=== block 1 ===
block_1/metal_stack.png
The bar under the picture is 50 um long. Only two layers are drawn.
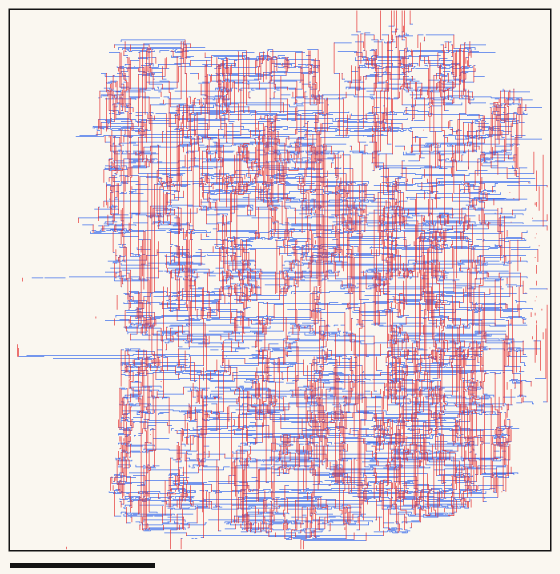

===== src/rtl/motion_delta_extractor.sv =====
// motion_delta_extractor
//   Splits time into fixed windows (EARLY half, LATE half, one EVAL cycle,
//   one EMIT cycle). Cell events are converted to signed offsets from the grid
//   centre and summed per half. The late-minus-early centroid shift gives the
//   motion direction. That direction is reported once per window with a
//   pass/fail quality flag.
//
// Ports
//   clk, rst            clock, synchronous active-high reset
//   ev_valid/ev_ready   event handshake (ready only in EARLY/LATE)
//   ev_x, ev_y          event cell coordinates
//   class_valid         one-cycle strobe during EMIT
//   class_gesture       0 RIGHT, 1 LEFT, 2 UP, 3 DOWN (held between strobes)
//   class_pass          window met event-count and delta thresholds
//   abs_delta_x/_y      saturated delta magnitudes (held between strobes)
//   debug_state         current FSM state
module motion_delta_extractor #(
  parameter int GRID_BITS          = 4,
  parameter int ACC_SUM_BITS       = 18,
  parameter int EVENT_CNT_BITS     = 16,
  parameter int HALF_WINDOW_CYCLES = 50000,
  parameter int MIN_EVENTS         = 16,
  parameter int MIN_DELTA          = 32
) (
  input  logic                    clk,
  input  logic                    rst,
  input  logic                    ev_valid,
  output logic                    ev_ready,
  input  logic [GRID_BITS-1:0]    ev_x,
  input  logic [GRID_BITS-1:0]    ev_y,
  output logic [1:0]              class_gesture,
  output logic                    class_valid,
  output logic                    class_pass,
  output logic [ACC_SUM_BITS-1:0] abs_delta_x,
  output logic [ACC_SUM_BITS-1:0] abs_delta_y,
  output logic [1:0]              debug_state
);
  localparam int A  = ACC_SUM_BITS;
  localparam int G  = GRID_BITS;
  localparam int TW = $clog2(HALF_WINDOW_CYCLES);

  localparam logic [1:0] ST_EARLY = 2'd0;
  localparam logic [1:0] ST_LATE  = 2'd1;
  localparam logic [1:0] ST_EVAL  = 2'd2;
  localparam logic [1:0] ST_EMIT  = 2'd3;

  localparam logic [1:0] G_RIGHT = 2'd0;
  localparam logic [1:0] G_LEFT  = 2'd1;
  localparam logic [1:0] G_UP    = 2'd2;
  localparam logic [1:0] G_DOWN  = 2'd3;

  localparam logic signed [A-1:0] S_MAX = {1'b0, {(A-1){1'b1}}};
  localparam logic signed [A-1:0] S_MIN = {1'b1, {(A-1){1'b0}}};

  // One guard bit: overflow shows up as guard bit != result sign bit.
  function automatic logic signed [A-1:0] sat_fit(input logic signed [A:0] s);
    if (s[A] != s[A-1]) return s[A] ? S_MIN : S_MAX;
    return s[A-1:0];
  endfunction

  function automatic logic signed [A-1:0] sat_add(input logic signed [A-1:0] a,
                                                  input logic signed [G-1:0] b);
    logic signed [A:0] s;
    s = {a[A-1], a} + {{(A+1-G){b[G-1]}}, b};
    return sat_fit(s);
  endfunction

  // The most-negative value has no positive twin, so it clips to S_MAX.
  function automatic logic [A-1:0] sat_abs(input logic signed [A-1:0] v);
    if (v == S_MIN) return S_MAX;
    return v[A-1] ? (~v + 1'b1) : v;
  endfunction

  logic [1:0]                state;
  logic [TW-1:0]             timer;
  logic signed [A-1:0]       sum_x_early, sum_y_early, sum_x_late, sum_y_late;
  logic [EVENT_CNT_BITS-1:0] event_count;

  logic                ev_acc, timer_done;
  logic signed [G-1:0] ox, oy;
  logic signed [A-1:0] delta_x, delta_y;
  logic [A-1:0]        ax_c, ay_c, dom_c;
  logic                horiz_c, pass_c;
  logic [1:0]          gest_c;

  assign ev_ready    = !rst && (state == ST_EARLY || state == ST_LATE);
  assign ev_acc      = ev_valid && ev_ready;
  assign timer_done  = (timer == TW'(HALF_WINDOW_CYCLES - 1));
  assign class_valid = !rst && (state == ST_EMIT);
  assign debug_state = state;

  // Subtracting 2^(G-1) from an unsigned G-bit value is the same as
  // flipping its MSB and reading it as two's complement.
  assign ox = {~ev_x[G-1], ev_x[G-2:0]};
  assign oy = {~ev_y[G-1], ev_y[G-2:0]};

  // Classification is computed during EVAL and registered on the EVAL->EMIT
  // edge so the held outputs are already valid alongside class_valid.
  always_comb begin
    delta_x = sat_fit({sum_x_late[A-1], sum_x_late} - {sum_x_early[A-1], sum_x_early});
    delta_y = sat_fit({sum_y_late[A-1], sum_y_late} - {sum_y_early[A-1], sum_y_early});
    ax_c    = sat_abs(delta_x);
    ay_c    = sat_abs(delta_y);
    horiz_c = (ax_c > ay_c);
    if (horiz_c) begin
      gest_c = (!delta_x[A-1] && delta_x != '0) ? G_RIGHT : G_LEFT;
      dom_c  = ax_c;
    end else begin
      gest_c = (!delta_y[A-1] && delta_y != '0) ? G_DOWN : G_UP;
      dom_c  = ay_c;
    end
    pass_c = (event_count >= EVENT_CNT_BITS'(MIN_EVENTS)) && (dom_c >= A'(MIN_DELTA));
  end

  always_ff @(posedge clk) begin
    if (rst) begin
      state         <= ST_EARLY;
      timer         <= '0;
      sum_x_early   <= '0;
      sum_y_early   <= '0;
      sum_x_late    <= '0;
      sum_y_late    <= '0;
      event_count   <= '0;
      class_gesture <= '0;
      class_pass    <= 1'b0;
      abs_delta_x   <= '0;
      abs_delta_y   <= '0;
    end else begin
      if (ev_acc && event_count != '1) event_count <= event_count + 1'b1;
      case (state)
        ST_EARLY: begin
          // Terminal-cycle events still land in the early sums.
          if (ev_acc) begin
            sum_x_early <= sat_add(sum_x_early, ox);
            sum_y_early <= sat_add(sum_y_early, oy);
          end
          if (timer_done) begin
            timer <= '0;
            state <= ST_LATE;
          end else begin
            timer <= timer + 1'b1;
          end
        end
        ST_LATE: begin
          if (ev_acc) begin
            sum_x_late <= sat_add(sum_x_late, ox);
            sum_y_late <= sat_add(sum_y_late, oy);
          end
          if (timer_done) begin
            timer <= '0;
            state <= ST_EVAL;
          end else begin
            timer <= timer + 1'b1;
          end
        end
        ST_EVAL: begin
          abs_delta_x   <= ax_c;
          abs_delta_y   <= ay_c;
          class_gesture <= gest_c;
          class_pass    <= pass_c;
          state         <= ST_EMIT;
        end
        default: begin
          sum_x_early <= '0;
          sum_y_early <= '0;
          sum_x_late  <= '0;
          sum_y_late  <= '0;
          event_count <= '0;
          timer       <= '0;
          state       <= ST_EARLY;
        end
      endcase
    end
  end
endmodule


===== config.mk =====
export PLATFORM = sky130hd
export DESIGN_NAME = motion_delta_extractor
export DESIGN_NICKNAME = d
export VERILOG_FILES = /design/src/rtl/motion_delta_extractor.sv
export SDC_FILE = /design/constraint.sdc
export NUM_CORES = 1
export LEC_CHECK = 0
export CORE_MARGIN = 2
export CORE_UTILIZATION = 40
export DETAILED_ROUTE_END_ITERATION = 8
export PLACE_DENSITY = 0.61
export SLEW_MARGIN = 40
export SYNTH_ARGS = -nofsm -noshare
export SYNTH_HDL_FRONTEND = slang
export SYNTH_SLANG_ARGS = --single-unit

===== constraint.sdc =====
create_clock -name clk -period 12.05 [get_ports clk]
set_input_delay 1.205 -clock clk [delete_from_list [all_inputs] [get_ports clk]]
set_output_delay 1.205 -clock clk [all_outputs]
set_load 0.005 [all_outputs]

=== block 2 ===
$ cat src/rtl/cpu_ctrl_pkg.sv
// Shared encodings for the hardwired control sequencer: opcodes, ALU functions,
// T-state and instruction-class enums.
package cpu_ctrl_pkg;

    localparam logic [4:0] OP_LD   = 5'b00000;
    localparam logic [4:0] OP_LDI  = 5'b00001;
    localparam logic [4:0] OP_ST   = 5'b00010;
    localparam logic [4:0] OP_ADD  = 5'b00011;
    localparam logic [4:0] OP_SUB  = 5'b00100;
    localparam logic [4:0] OP_AND  = 5'b00101;
    localparam logic [4:0] OP_OR   = 5'b00110;
    localparam logic [4:0] OP_ROR  = 5'b00111;
    localparam logic [4:0] OP_ROL  = 5'b01000;
    localparam logic [4:0] OP_SHR  = 5'b01001;
    localparam logic [4:0] OP_SHRA = 5'b01010;
    localparam logic [4:0] OP_SHL  = 5'b01011;
    localparam logic [4:0] OP_ADDI = 5'b01100;
    localparam logic [4:0] OP_ANDI = 5'b01101;
    localparam logic [4:0] OP_ORI  = 5'b01110;
    localparam logic [4:0] OP_DIV  = 5'b01111;
    localparam logic [4:0] OP_MUL  = 5'b10000;
    localparam logic [4:0] OP_NEG  = 5'b10001;
    localparam logic [4:0] OP_NOT  = 5'b10010;
    localparam logic [4:0] OP_NOP  = 5'b11010;
    localparam logic [4:0] OP_HALT = 5'b11011;

    typedef enum logic [3:0] {
        ALU_ADD, ALU_SUB, ALU_AND, ALU_OR, ALU_ROR, ALU_ROL, ALU_SHR,
        ALU_SHRA, ALU_SHL, ALU_MUL, ALU_DIV, ALU_NEG, ALU_NOT
    } alu_op_e;

    typedef enum logic [3:0] {
        S_RESET, T0, T1, T2, T3, T4, T5, T6, T7, S_HALT
    } state_e;

    typedef enum logic [3:0] {
        C_NOP, C_ILL, C_HALT, C_ALU, C_IMM, C_UNARY, C_MULDIV, C_LD, C_LDI, C_ST
    } iclass_e;

endpackage

$ cat src/rtl/control_unit_if.sv
// Strobe bundle between the control sequencer (master) and the datapath (slave).
interface control_unit_if;
    import cpu_ctrl_pkg::*;

    logic [31:0] ir;
    logic        mem_ready;
    logic        PCout, Zlowout, Zhighout, MDRout, Cout, BAout;
    logic        MARin, MDRin, PCin, IRin, Yin, Zin, HIin, LOin;
    logic        IncPC, Read, Write;
    logic        Gra, Grb, Grc, Rin, Rout;
    alu_op_e     alu_op;
    logic        run, illegal;

    modport master (
        input  ir, mem_ready,
        output PCout, Zlowout, Zhighout, MDRout, Cout, BAout,
        output MARin, MDRin, PCin, IRin, Yin, Zin, HIin, LOin,
        output IncPC, Read, Write, Gra, Grb, Grc, Rin, Rout,
        output alu_op, run, illegal
    );

    modport slave (
        output ir, mem_ready,
        input  PCout, Zlowout, Zhighout, MDRout, Cout, BAout,
        input  MARin, MDRin, PCin, IRin, Yin, Zin, HIin, LOin,
        input  IncPC, Read, Write, Gra, Grb, Grc, Rin, Rout,
        input  alu_op, run, illegal
    );

endinterface

$ cat src/rtl/instr_class_decode.sv
// Opcode -> instruction class and ALU function. mul/div decode only when
// CU_MULDIV_EN is defined; otherwise they fall out as illegal.
module instr_class_decode
    import cpu_ctrl_pkg::*;
(
    input  logic [4:0] opcode_i,
    output iclass_e    iclass_o,
    output alu_op_e    alu_op_o
);

    always_comb begin
        iclass_o = C_ILL;
        alu_op_o = ALU_ADD;
        case (opcode_i)
            OP_LD:   iclass_o = C_LD;
            OP_LDI:  iclass_o = C_LDI;
            OP_ST:   iclass_o = C_ST;
            OP_ADD:  iclass_o = C_ALU;
            OP_SUB:  begin iclass_o = C_ALU; alu_op_o = ALU_SUB;  end
            OP_AND:  begin iclass_o = C_ALU; alu_op_o = ALU_AND;  end
            OP_OR:   begin iclass_o = C_ALU; alu_op_o = ALU_OR;   end
            OP_ROR:  begin iclass_o = C_ALU; alu_op_o = ALU_ROR;  end
            OP_ROL:  begin iclass_o = C_ALU; alu_op_o = ALU_ROL;  end
            OP_SHR:  begin iclass_o = C_ALU; alu_op_o = ALU_SHR;  end
            OP_SHRA: begin iclass_o = C_ALU; alu_op_o = ALU_SHRA; end
            OP_SHL:  begin iclass_o = C_ALU; alu_op_o = ALU_SHL;  end
            OP_ADDI: iclass_o = C_IMM;
            OP_ANDI: begin iclass_o = C_IMM; alu_op_o = ALU_AND;  end
            OP_ORI:  begin iclass_o = C_IMM; alu_op_o = ALU_OR;   end
            OP_MUL:  begin
`ifdef CU_MULDIV_EN
                iclass_o = C_MULDIV; alu_op_o = ALU_MUL;
`endif
            end
            OP_DIV:  begin
`ifdef CU_MULDIV_EN
                iclass_o = C_MULDIV; alu_op_o = ALU_DIV;
`endif
            end
            OP_NEG:  begin iclass_o = C_UNARY; alu_op_o = ALU_NEG; end
            OP_NOT:  begin iclass_o = C_UNARY; alu_op_o = ALU_NOT; end
            OP_NOP:  iclass_o = C_NOP;
            OP_HALT: iclass_o = C_HALT;
            default: ;
        endcase
    end

endmodule

$ cat src/rtl/control_unit.sv
// Hardwired Moore sequencer: fetch/decode/execute T-states driving datapath strobes.
// CU_MULDIV_EN adds the mul/div T3-T6 sequence and the HI/LO/Zhigh strobes.
module control_unit
    import cpu_ctrl_pkg::*;
(
    input logic            clock,
    input logic            reset,
    control_unit_if.master bus
);

    state_e  state_q, state_d;
    iclass_e iclass;
    alu_op_e dec_alu;

    instr_class_decode u_dec (
        .opcode_i (bus.ir[31:27]),
        .iclass_o (iclass),
        .alu_op_o (dec_alu)
    );

    always_ff @(posedge clock) begin
        if (reset) state_q <= S_RESET;
        else       state_q <= state_d;
    end

    always_comb begin
        state_d      = state_q;
        bus.PCout    = 1'b0; bus.Zlowout = 1'b0; bus.Zhighout = 1'b0;
        bus.MDRout   = 1'b0; bus.Cout    = 1'b0; bus.BAout    = 1'b0;
        bus.MARin    = 1'b0; bus.MDRin   = 1'b0; bus.PCin     = 1'b0;
        bus.IRin     = 1'b0; bus.Yin     = 1'b0; bus.Zin      = 1'b0;
        bus.HIin     = 1'b0; bus.LOin    = 1'b0; bus.IncPC    = 1'b0;
        bus.Read     = 1'b0; bus.Write   = 1'b0;
        bus.Gra      = 1'b0; bus.Grb     = 1'b0; bus.Grc      = 1'b0;
        bus.Rin      = 1'b0; bus.Rout    = 1'b0;
        bus.alu_op   = ALU_ADD;
        bus.run      = 1'b1;
        bus.illegal  = 1'b0;
        case (state_q)
            T0: begin
                bus.PCout = 1'b1; bus.MARin = 1'b1; bus.IncPC = 1'b1; bus.Zin = 1'b1;
                state_d = T1;
            end
            T1: begin
                bus.Zlowout = 1'b1; bus.PCin = 1'b1; bus.Read = 1'b1; bus.MDRin = 1'b1;
                if (bus.mem_ready) state_d = T2;
            end
            T2: begin
                bus.MDRout = 1'b1; bus.IRin = 1'b1;
                case (iclass)
                    C_NOP:   state_d = T0;
                    C_ILL:   begin bus.illegal = 1'b1; state_d = T0; end
                    C_HALT:  state_d = S_HALT;
                    default: state_d = T3;
                endcase
            end
            T3: begin
                state_d = T4;
                case (iclass)
                    C_UNARY: begin
                        bus.Grb = 1'b1; bus.Rout = 1'b1; bus.alu_op = dec_alu; bus.Zin = 1'b1;
                    end
                    C_MULDIV:         begin bus.Gra = 1'b1; bus.Rout  = 1'b1; bus.Yin = 1'b1; end
                    C_LD, C_LDI, C_ST: begin bus.Grb = 1'b1; bus.BAout = 1'b1; bus.Yin = 1'b1; end
                    default:          begin bus.Grb = 1'b1; bus.Rout  = 1'b1; bus.Yin = 1'b1; end
                endcase
            end
            T4: begin
                state_d = T5;
                case (iclass)
                    C_UNARY: begin
                        bus.Zlowout = 1'b1; bus.Gra = 1'b1; bus.Rin = 1'b1;
                        state_d = T0;
                    end
                    C_MULDIV: begin
                        bus.Grb = 1'b1; bus.Rout = 1'b1; bus.alu_op = dec_alu; bus.Zin = 1'b1;
                    end
                    // Immediate and address arithmetic both take the offset from C
                    C_IMM, C_LD, C_LDI, C_ST: begin
                        bus.Cout = 1'b1; bus.alu_op = dec_alu; bus.Zin = 1'b1;
                    end
                    default: begin
                        bus.Grc = 1'b1; bus.Rout = 1'b1; bus.alu_op = dec_alu; bus.Zin = 1'b1;
                    end
                endcase
            end
            T5: begin
                case (iclass)
                    C_MULDIV: begin
`ifdef CU_MULDIV_EN
                        bus.Zlowout = 1'b1; bus.LOin = 1'b1;
`endif
                        state_d = T6;
                    end
                    C_LD, C_ST: begin bus.Zlowout = 1'b1; bus.MARin = 1'b1; state_d = T6; end
                    default:    begin
                        bus.Zlowout = 1'b1; bus.Gra = 1'b1; bus.Rin = 1'b1;
                        state_d = T0;
                    end
                endcase
            end
            T6: begin
                case (iclass)
                    C_MULDIV: begin
`ifdef CU_MULDIV_EN
                        bus.Zhighout = 1'b1; bus.HIin = 1'b1;
`endif
                        state_d = T0;
                    end
                    C_LD: begin
                        bus.Read = 1'b1; bus.MDRin = 1'b1;
                        if (bus.mem_ready) state_d = T7;
                    end
                    // st: store data goes to MDR from the register file, not memory
                    default: begin
                        bus.Gra = 1'b1; bus.Rout = 1'b1; bus.MDRin = 1'b1;
                        state_d = T7;
                    end
                endcase
            end
            T7: begin
                if (iclass == C_ST) begin
                    bus.Write = 1'b1;
                    if (bus.mem_ready) state_d = T0;
                end else begin
                    bus.MDRout = 1'b1; bus.Gra = 1'b1; bus.Rin = 1'b1;
                    state_d = T0;
                end
            end
            S_HALT: bus.run = 1'b0;
            default: state_d = T0;
        endcase
    end

endmodule

$ cat src/flat_wrapper.sv
// flat-port wrapper written by rule: the top's interface ports become plain ports
module control_unit_flat import cpu_ctrl_pkg::*;
  (clock, reset, bus_ir, bus_mem_ready, bus_PCout, bus_Zlowout, bus_Zhighout, bus_MDRout, bus_Cout, bus_BAout, bus_MARin, bus_MDRin, bus_PCin, bus_IRin, bus_Yin, bus_Zin, bus_HIin, bus_LOin, bus_IncPC, bus_Read, bus_Write, bus_Gra, bus_Grb, bus_Grc, bus_Rin, bus_Rout, bus_alu_op, bus_run, bus_illegal);
  control_unit_if bus_i ();
  input logic clock;
  input logic reset;
  input wire logic [$bits(bus_i.ir)-1:0] bus_ir;
  input wire logic [$bits(bus_i.mem_ready)-1:0] bus_mem_ready;
  output wire logic [$bits(bus_i.PCout)-1:0] bus_PCout;
  output wire logic [$bits(bus_i.Zlowout)-1:0] bus_Zlowout;
  output wire logic [$bits(bus_i.Zhighout)-1:0] bus_Zhighout;
  output wire logic [$bits(bus_i.MDRout)-1:0] bus_MDRout;
  output wire logic [$bits(bus_i.Cout)-1:0] bus_Cout;
  output wire logic [$bits(bus_i.BAout)-1:0] bus_BAout;
  output wire logic [$bits(bus_i.MARin)-1:0] bus_MARin;
  output wire logic [$bits(bus_i.MDRin)-1:0] bus_MDRin;
  output wire logic [$bits(bus_i.PCin)-1:0] bus_PCin;
  output wire logic [$bits(bus_i.IRin)-1:0] bus_IRin;
  output wire logic [$bits(bus_i.Yin)-1:0] bus_Yin;
  output wire logic [$bits(bus_i.Zin)-1:0] bus_Zin;
  output wire logic [$bits(bus_i.HIin)-1:0] bus_HIin;
  output wire logic [$bits(bus_i.LOin)-1:0] bus_LOin;
  output wire logic [$bits(bus_i.IncPC)-1:0] bus_IncPC;
  output wire logic [$bits(bus_i.Read)-1:0] bus_Read;
  output wire logic [$bits(bus_i.Write)-1:0] bus_Write;
  output wire logic [$bits(bus_i.Gra)-1:0] bus_Gra;
  output wire logic [$bits(bus_i.Grb)-1:0] bus_Grb;
  output wire logic [$bits(bus_i.Grc)-1:0] bus_Grc;
  output wire logic [$bits(bus_i.Rin)-1:0] bus_Rin;
  output wire logic [$bits(bus_i.Rout)-1:0] bus_Rout;
  output wire logic [$bits(bus_i.alu_op)-1:0] bus_alu_op;
  output wire logic [$bits(bus_i.run)-1:0] bus_run;
  output wire logic [$bits(bus_i.illegal)-1:0] bus_illegal;
  assign bus_i.ir = bus_ir;
  assign bus_i.mem_ready = bus_mem_ready;
  assign bus_PCout = bus_i.PCout;
  assign bus_Zlowout = bus_i.Zlowout;
  assign bus_Zhighout = bus_i.Zhighout;
  assign bus_MDRout = bus_i.MDRout;
  assign bus_Cout = bus_i.Cout;
  assign bus_BAout = bus_i.BAout;
  assign bus_MARin = bus_i.MARin;
  assign bus_MDRin = bus_i.MDRin;
  assign bus_PCin = bus_i.PCin;
  assign bus_IRin = bus_i.IRin;
  assign bus_Yin = bus_i.Yin;
  assign bus_Zin = bus_i.Zin;
  assign bus_HIin = bus_i.HIin;
  assign bus_LOin = bus_i.LOin;
  assign bus_IncPC = bus_i.IncPC;
  assign bus_Read = bus_i.Read;
  assign bus_Write = bus_i.Write;
  assign bus_Gra = bus_i.Gra;
  assign bus_Grb = bus_i.Grb;
  assign bus_Grc = bus_i.Grc;
  assign bus_Rin = bus_i.Rin;
  assign bus_Rout = bus_i.Rout;
  assign bus_alu_op = bus_i.alu_op;
  assign bus_run = bus_i.run;
  assign bus_illegal = bus_i.illegal;
  control_unit u_core (.clock(clock), .reset(reset), .bus(bus_i));
endmodule
$ cat config.mk
export PLATFORM = sky130hd
export DESIGN_NAME = control_unit_flat
export DESIGN_NICKNAME = d
export VERILOG_FILES = /design/src/rtl/cpu_ctrl_pkg.sv /design/src/rtl/control_unit_if.sv /design/src/rtl/instr_class_decode.sv /design/src/rtl/control_unit.sv /design/src/flat_wrapper.sv
export SDC_FILE = /design/constraint.sdc
export NUM_CORES = 1
export LEC_CHECK = 0
export CORE_ASPECT_RATIO = 0.7
export CORE_MARGIN = 5
export CORE_UTILIZATION = 35
export DETAILED_ROUTE_END_ITERATION = 8
export PLACE_DENSITY = 0.84
export SLEW_MARGIN = 10
export SYNTH_ARGS = -nofsm -noshare
export SYNTH_HDL_FRONTEND = slang
export SYNTH_SLANG_ARGS = --single-unit
$ cat constraint.sdc
create_clock -name clock -period 1.8 [get_ports clock]
set_input_delay 0.18 -clock clock [delete_from_list [all_inputs] [get_ports clock]]
set_output_delay 0.18 -clock clock [all_outputs]
set_load 0.03 [all_outputs]
block_1/cell_classes.png
The bar under the picture is 50 um long.
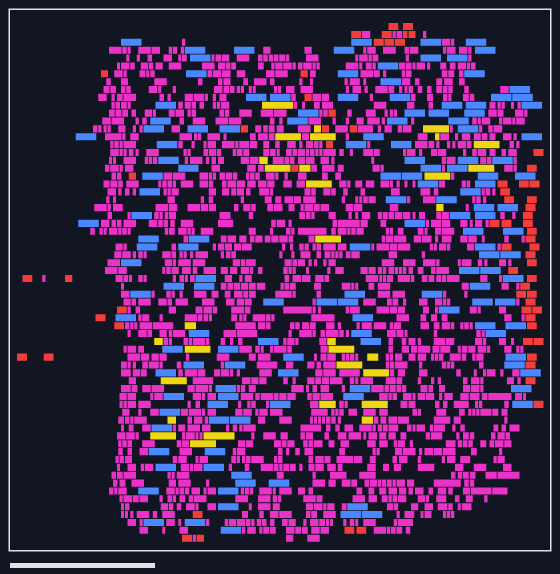
legend:
  clock drivers and dummy loads:
    colour: yellow
    cells: 31
    share_of_their_area: 4.2%
  all other logic:
    colour: magenta
    cells: 1532
    share_of_their_area: 71%
  other buffers and delay cells:
    colour: red
    cells: 66
    share_of_their_area: 4.3%
  flip-flops:
    colour: blue
    cells: 145
    share_of_their_area: 20%
CORE AREA: 32700 um2
design area: 14900 um2

## Picture notes: block_1/metal_stack.png
legend:
  met2:
    colour: red
    wire_length: 16000 um
  met1:
    colour: blue
    wire_length: 18400 um
Overall Global Routing Usage: 20.9%
via count: 12500

==> qor.yml, block 1 <==
top_power_group: "combinational cells"
chipArea_um2: 34800
seq_power_share_pct: 14.7
remaining_drc_errors: 0
status: "complete, no violations"
vias_per_cell: 5.65
drive_gt1_share_pct: 6.60
die_h_um: 187
post-place-ws_ns: 4.02
placed_cell_area_um2: 14300
layout.cells.non_filler: 2216
final_util_pct: 45.7
grt_first_pass_wirelength_mm: 60.8
p_comb_uw: 2800
met3_usage_pct: 2.97
synth_area_um2: 13300
regArea_um2: 2900
hold_path_class: "flop to flop"
port-buffer-count: 53
drv_slew: 0
post_cts_buffers: 0
endpoint: "class_pass"
## block 1: Yosys cell counts (31+ instances only)
library cell | count | area, um2
xnor2_1 | 75 | 657
dfxtp_1 | 145 | 2900
nand2_1 | 163 | 612
o21ai_0 | 80 | 400
ha_1 | 137 | 1710
a21o_1 | 35 | 263
nor2_1 | 204 | 766
nand3_1 | 49 | 245
inv_1 | 95 | 357
xor2_1 | 45 | 394
clkbuf_1 | 47 | 176
a211oi_1 | 31 | 233
a21oi_1 | 113 | 566
nor3_1 | 37 | 185
block_2/cell_classes.png
The bar under the picture is 20 um long.
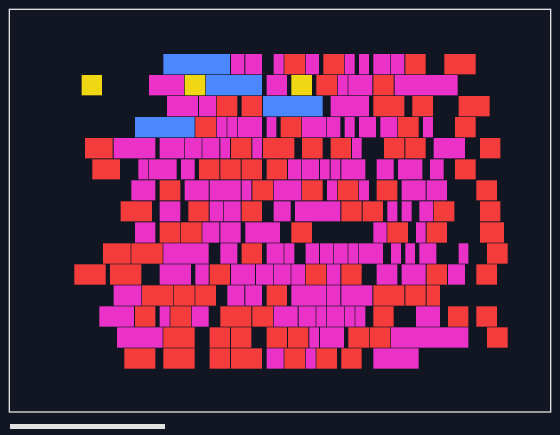
legend:
  other buffers and delay cells:
    colour: red
    cells: 88
    share_of_their_area: 44%
  flip-flops:
    colour: blue
    cells: 4
    share_of_their_area: 5.3%
  cells driving clock nets:
    colour: yellow
    cells: 3
    share_of_their_area: 1.4%
  all other logic:
    colour: magenta
    cells: 114
    share_of_their_area: 49%

==> qor.yml, block 2 <==
num-clock-buffers: 3
cellLeakagePower_uw: 0.000746
remaining_drc_errors: 0
p_sw_uw: 251
num_vias: 1454
netlist.top_cell.by_area: "dfxtp_1"
initCoreUtil_pct: 36.2
use_met2_pct: 39.8
ys_seq_share_pct: 9.13
top_power_group: "combinational cells"
worst_slack_ns: -0.149
min_to: "u_core.state_q[1]"
drt_iter0_drc: 138
synth_cell_types: 46
syn_area_per_cell_um2: 6.75
port-buffer-count: 32
status: "finished, violations left"
max_freq_mhz: 513
gp_congestion: 1.09
chipArea_um2: 3620
first_pass_iters: 5
required_ns: 1.62
final-clk-cell-share_pct: 1.34
violations: "negative setup slack"
yosysWarnings: 0
worstPathMaxFanout: 6
setup_viol: 9
fillCellCount: 178
comb_share_pct: 46.8
[block 2: synth_stat cells (2+ instances only)]
library cell,count
o22ai_1,2
nor3_1,3
nand2b_1,4
nor2b_1,3
nand2_1,11
nor2_1,15
and2_1,3
or3_1,5
o21bai_1,2
o221ai_1,2
xnor2_1,4
o31a_1,2
or3b_2,2
o21ai_0,5
o211ai_1,2
a21oi_1,9
a32o_1,2
nor4_1,3
a31oi_1,2
buf_4,4
nand3_1,4
clkbuf_1,2
inv_1,6
buf_2,6
a211oi_2,3
dfxtp_1,4

==> screenshots <==
Clock network drawn from the DEF.
Plate I
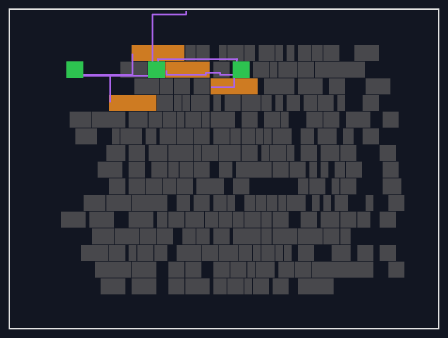
Plate II
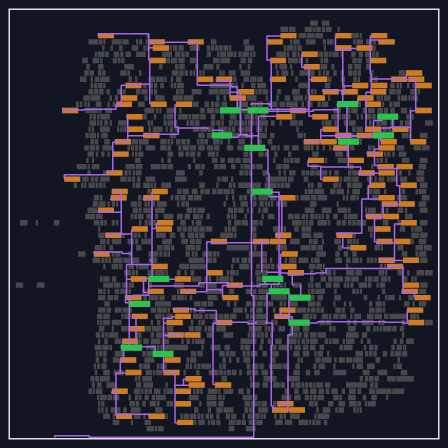
Block 1 is Plate II.
Block 2 is Plate I.



==> layout pictures side by side <==
Placed standard cells.
shot_01.png
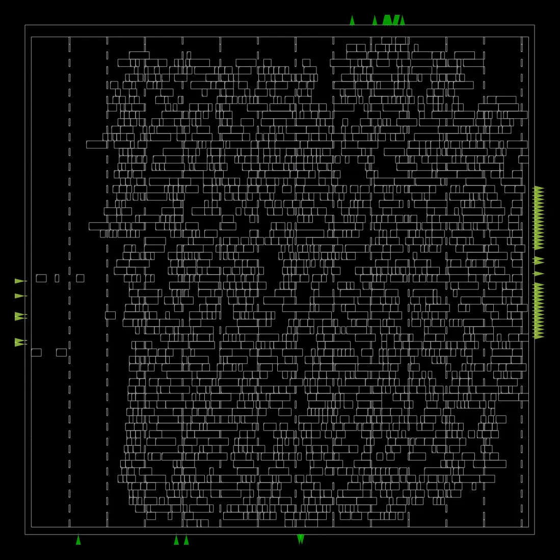
shot_02.png
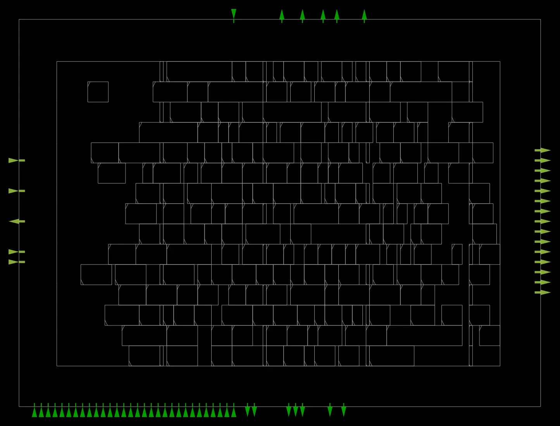
- most cells: shot_01.png
- highest utilization: shot_02.png
| picture | from |
|---|---|
| shot_02.png | block 2 |
| shot_01.png | block 1 |

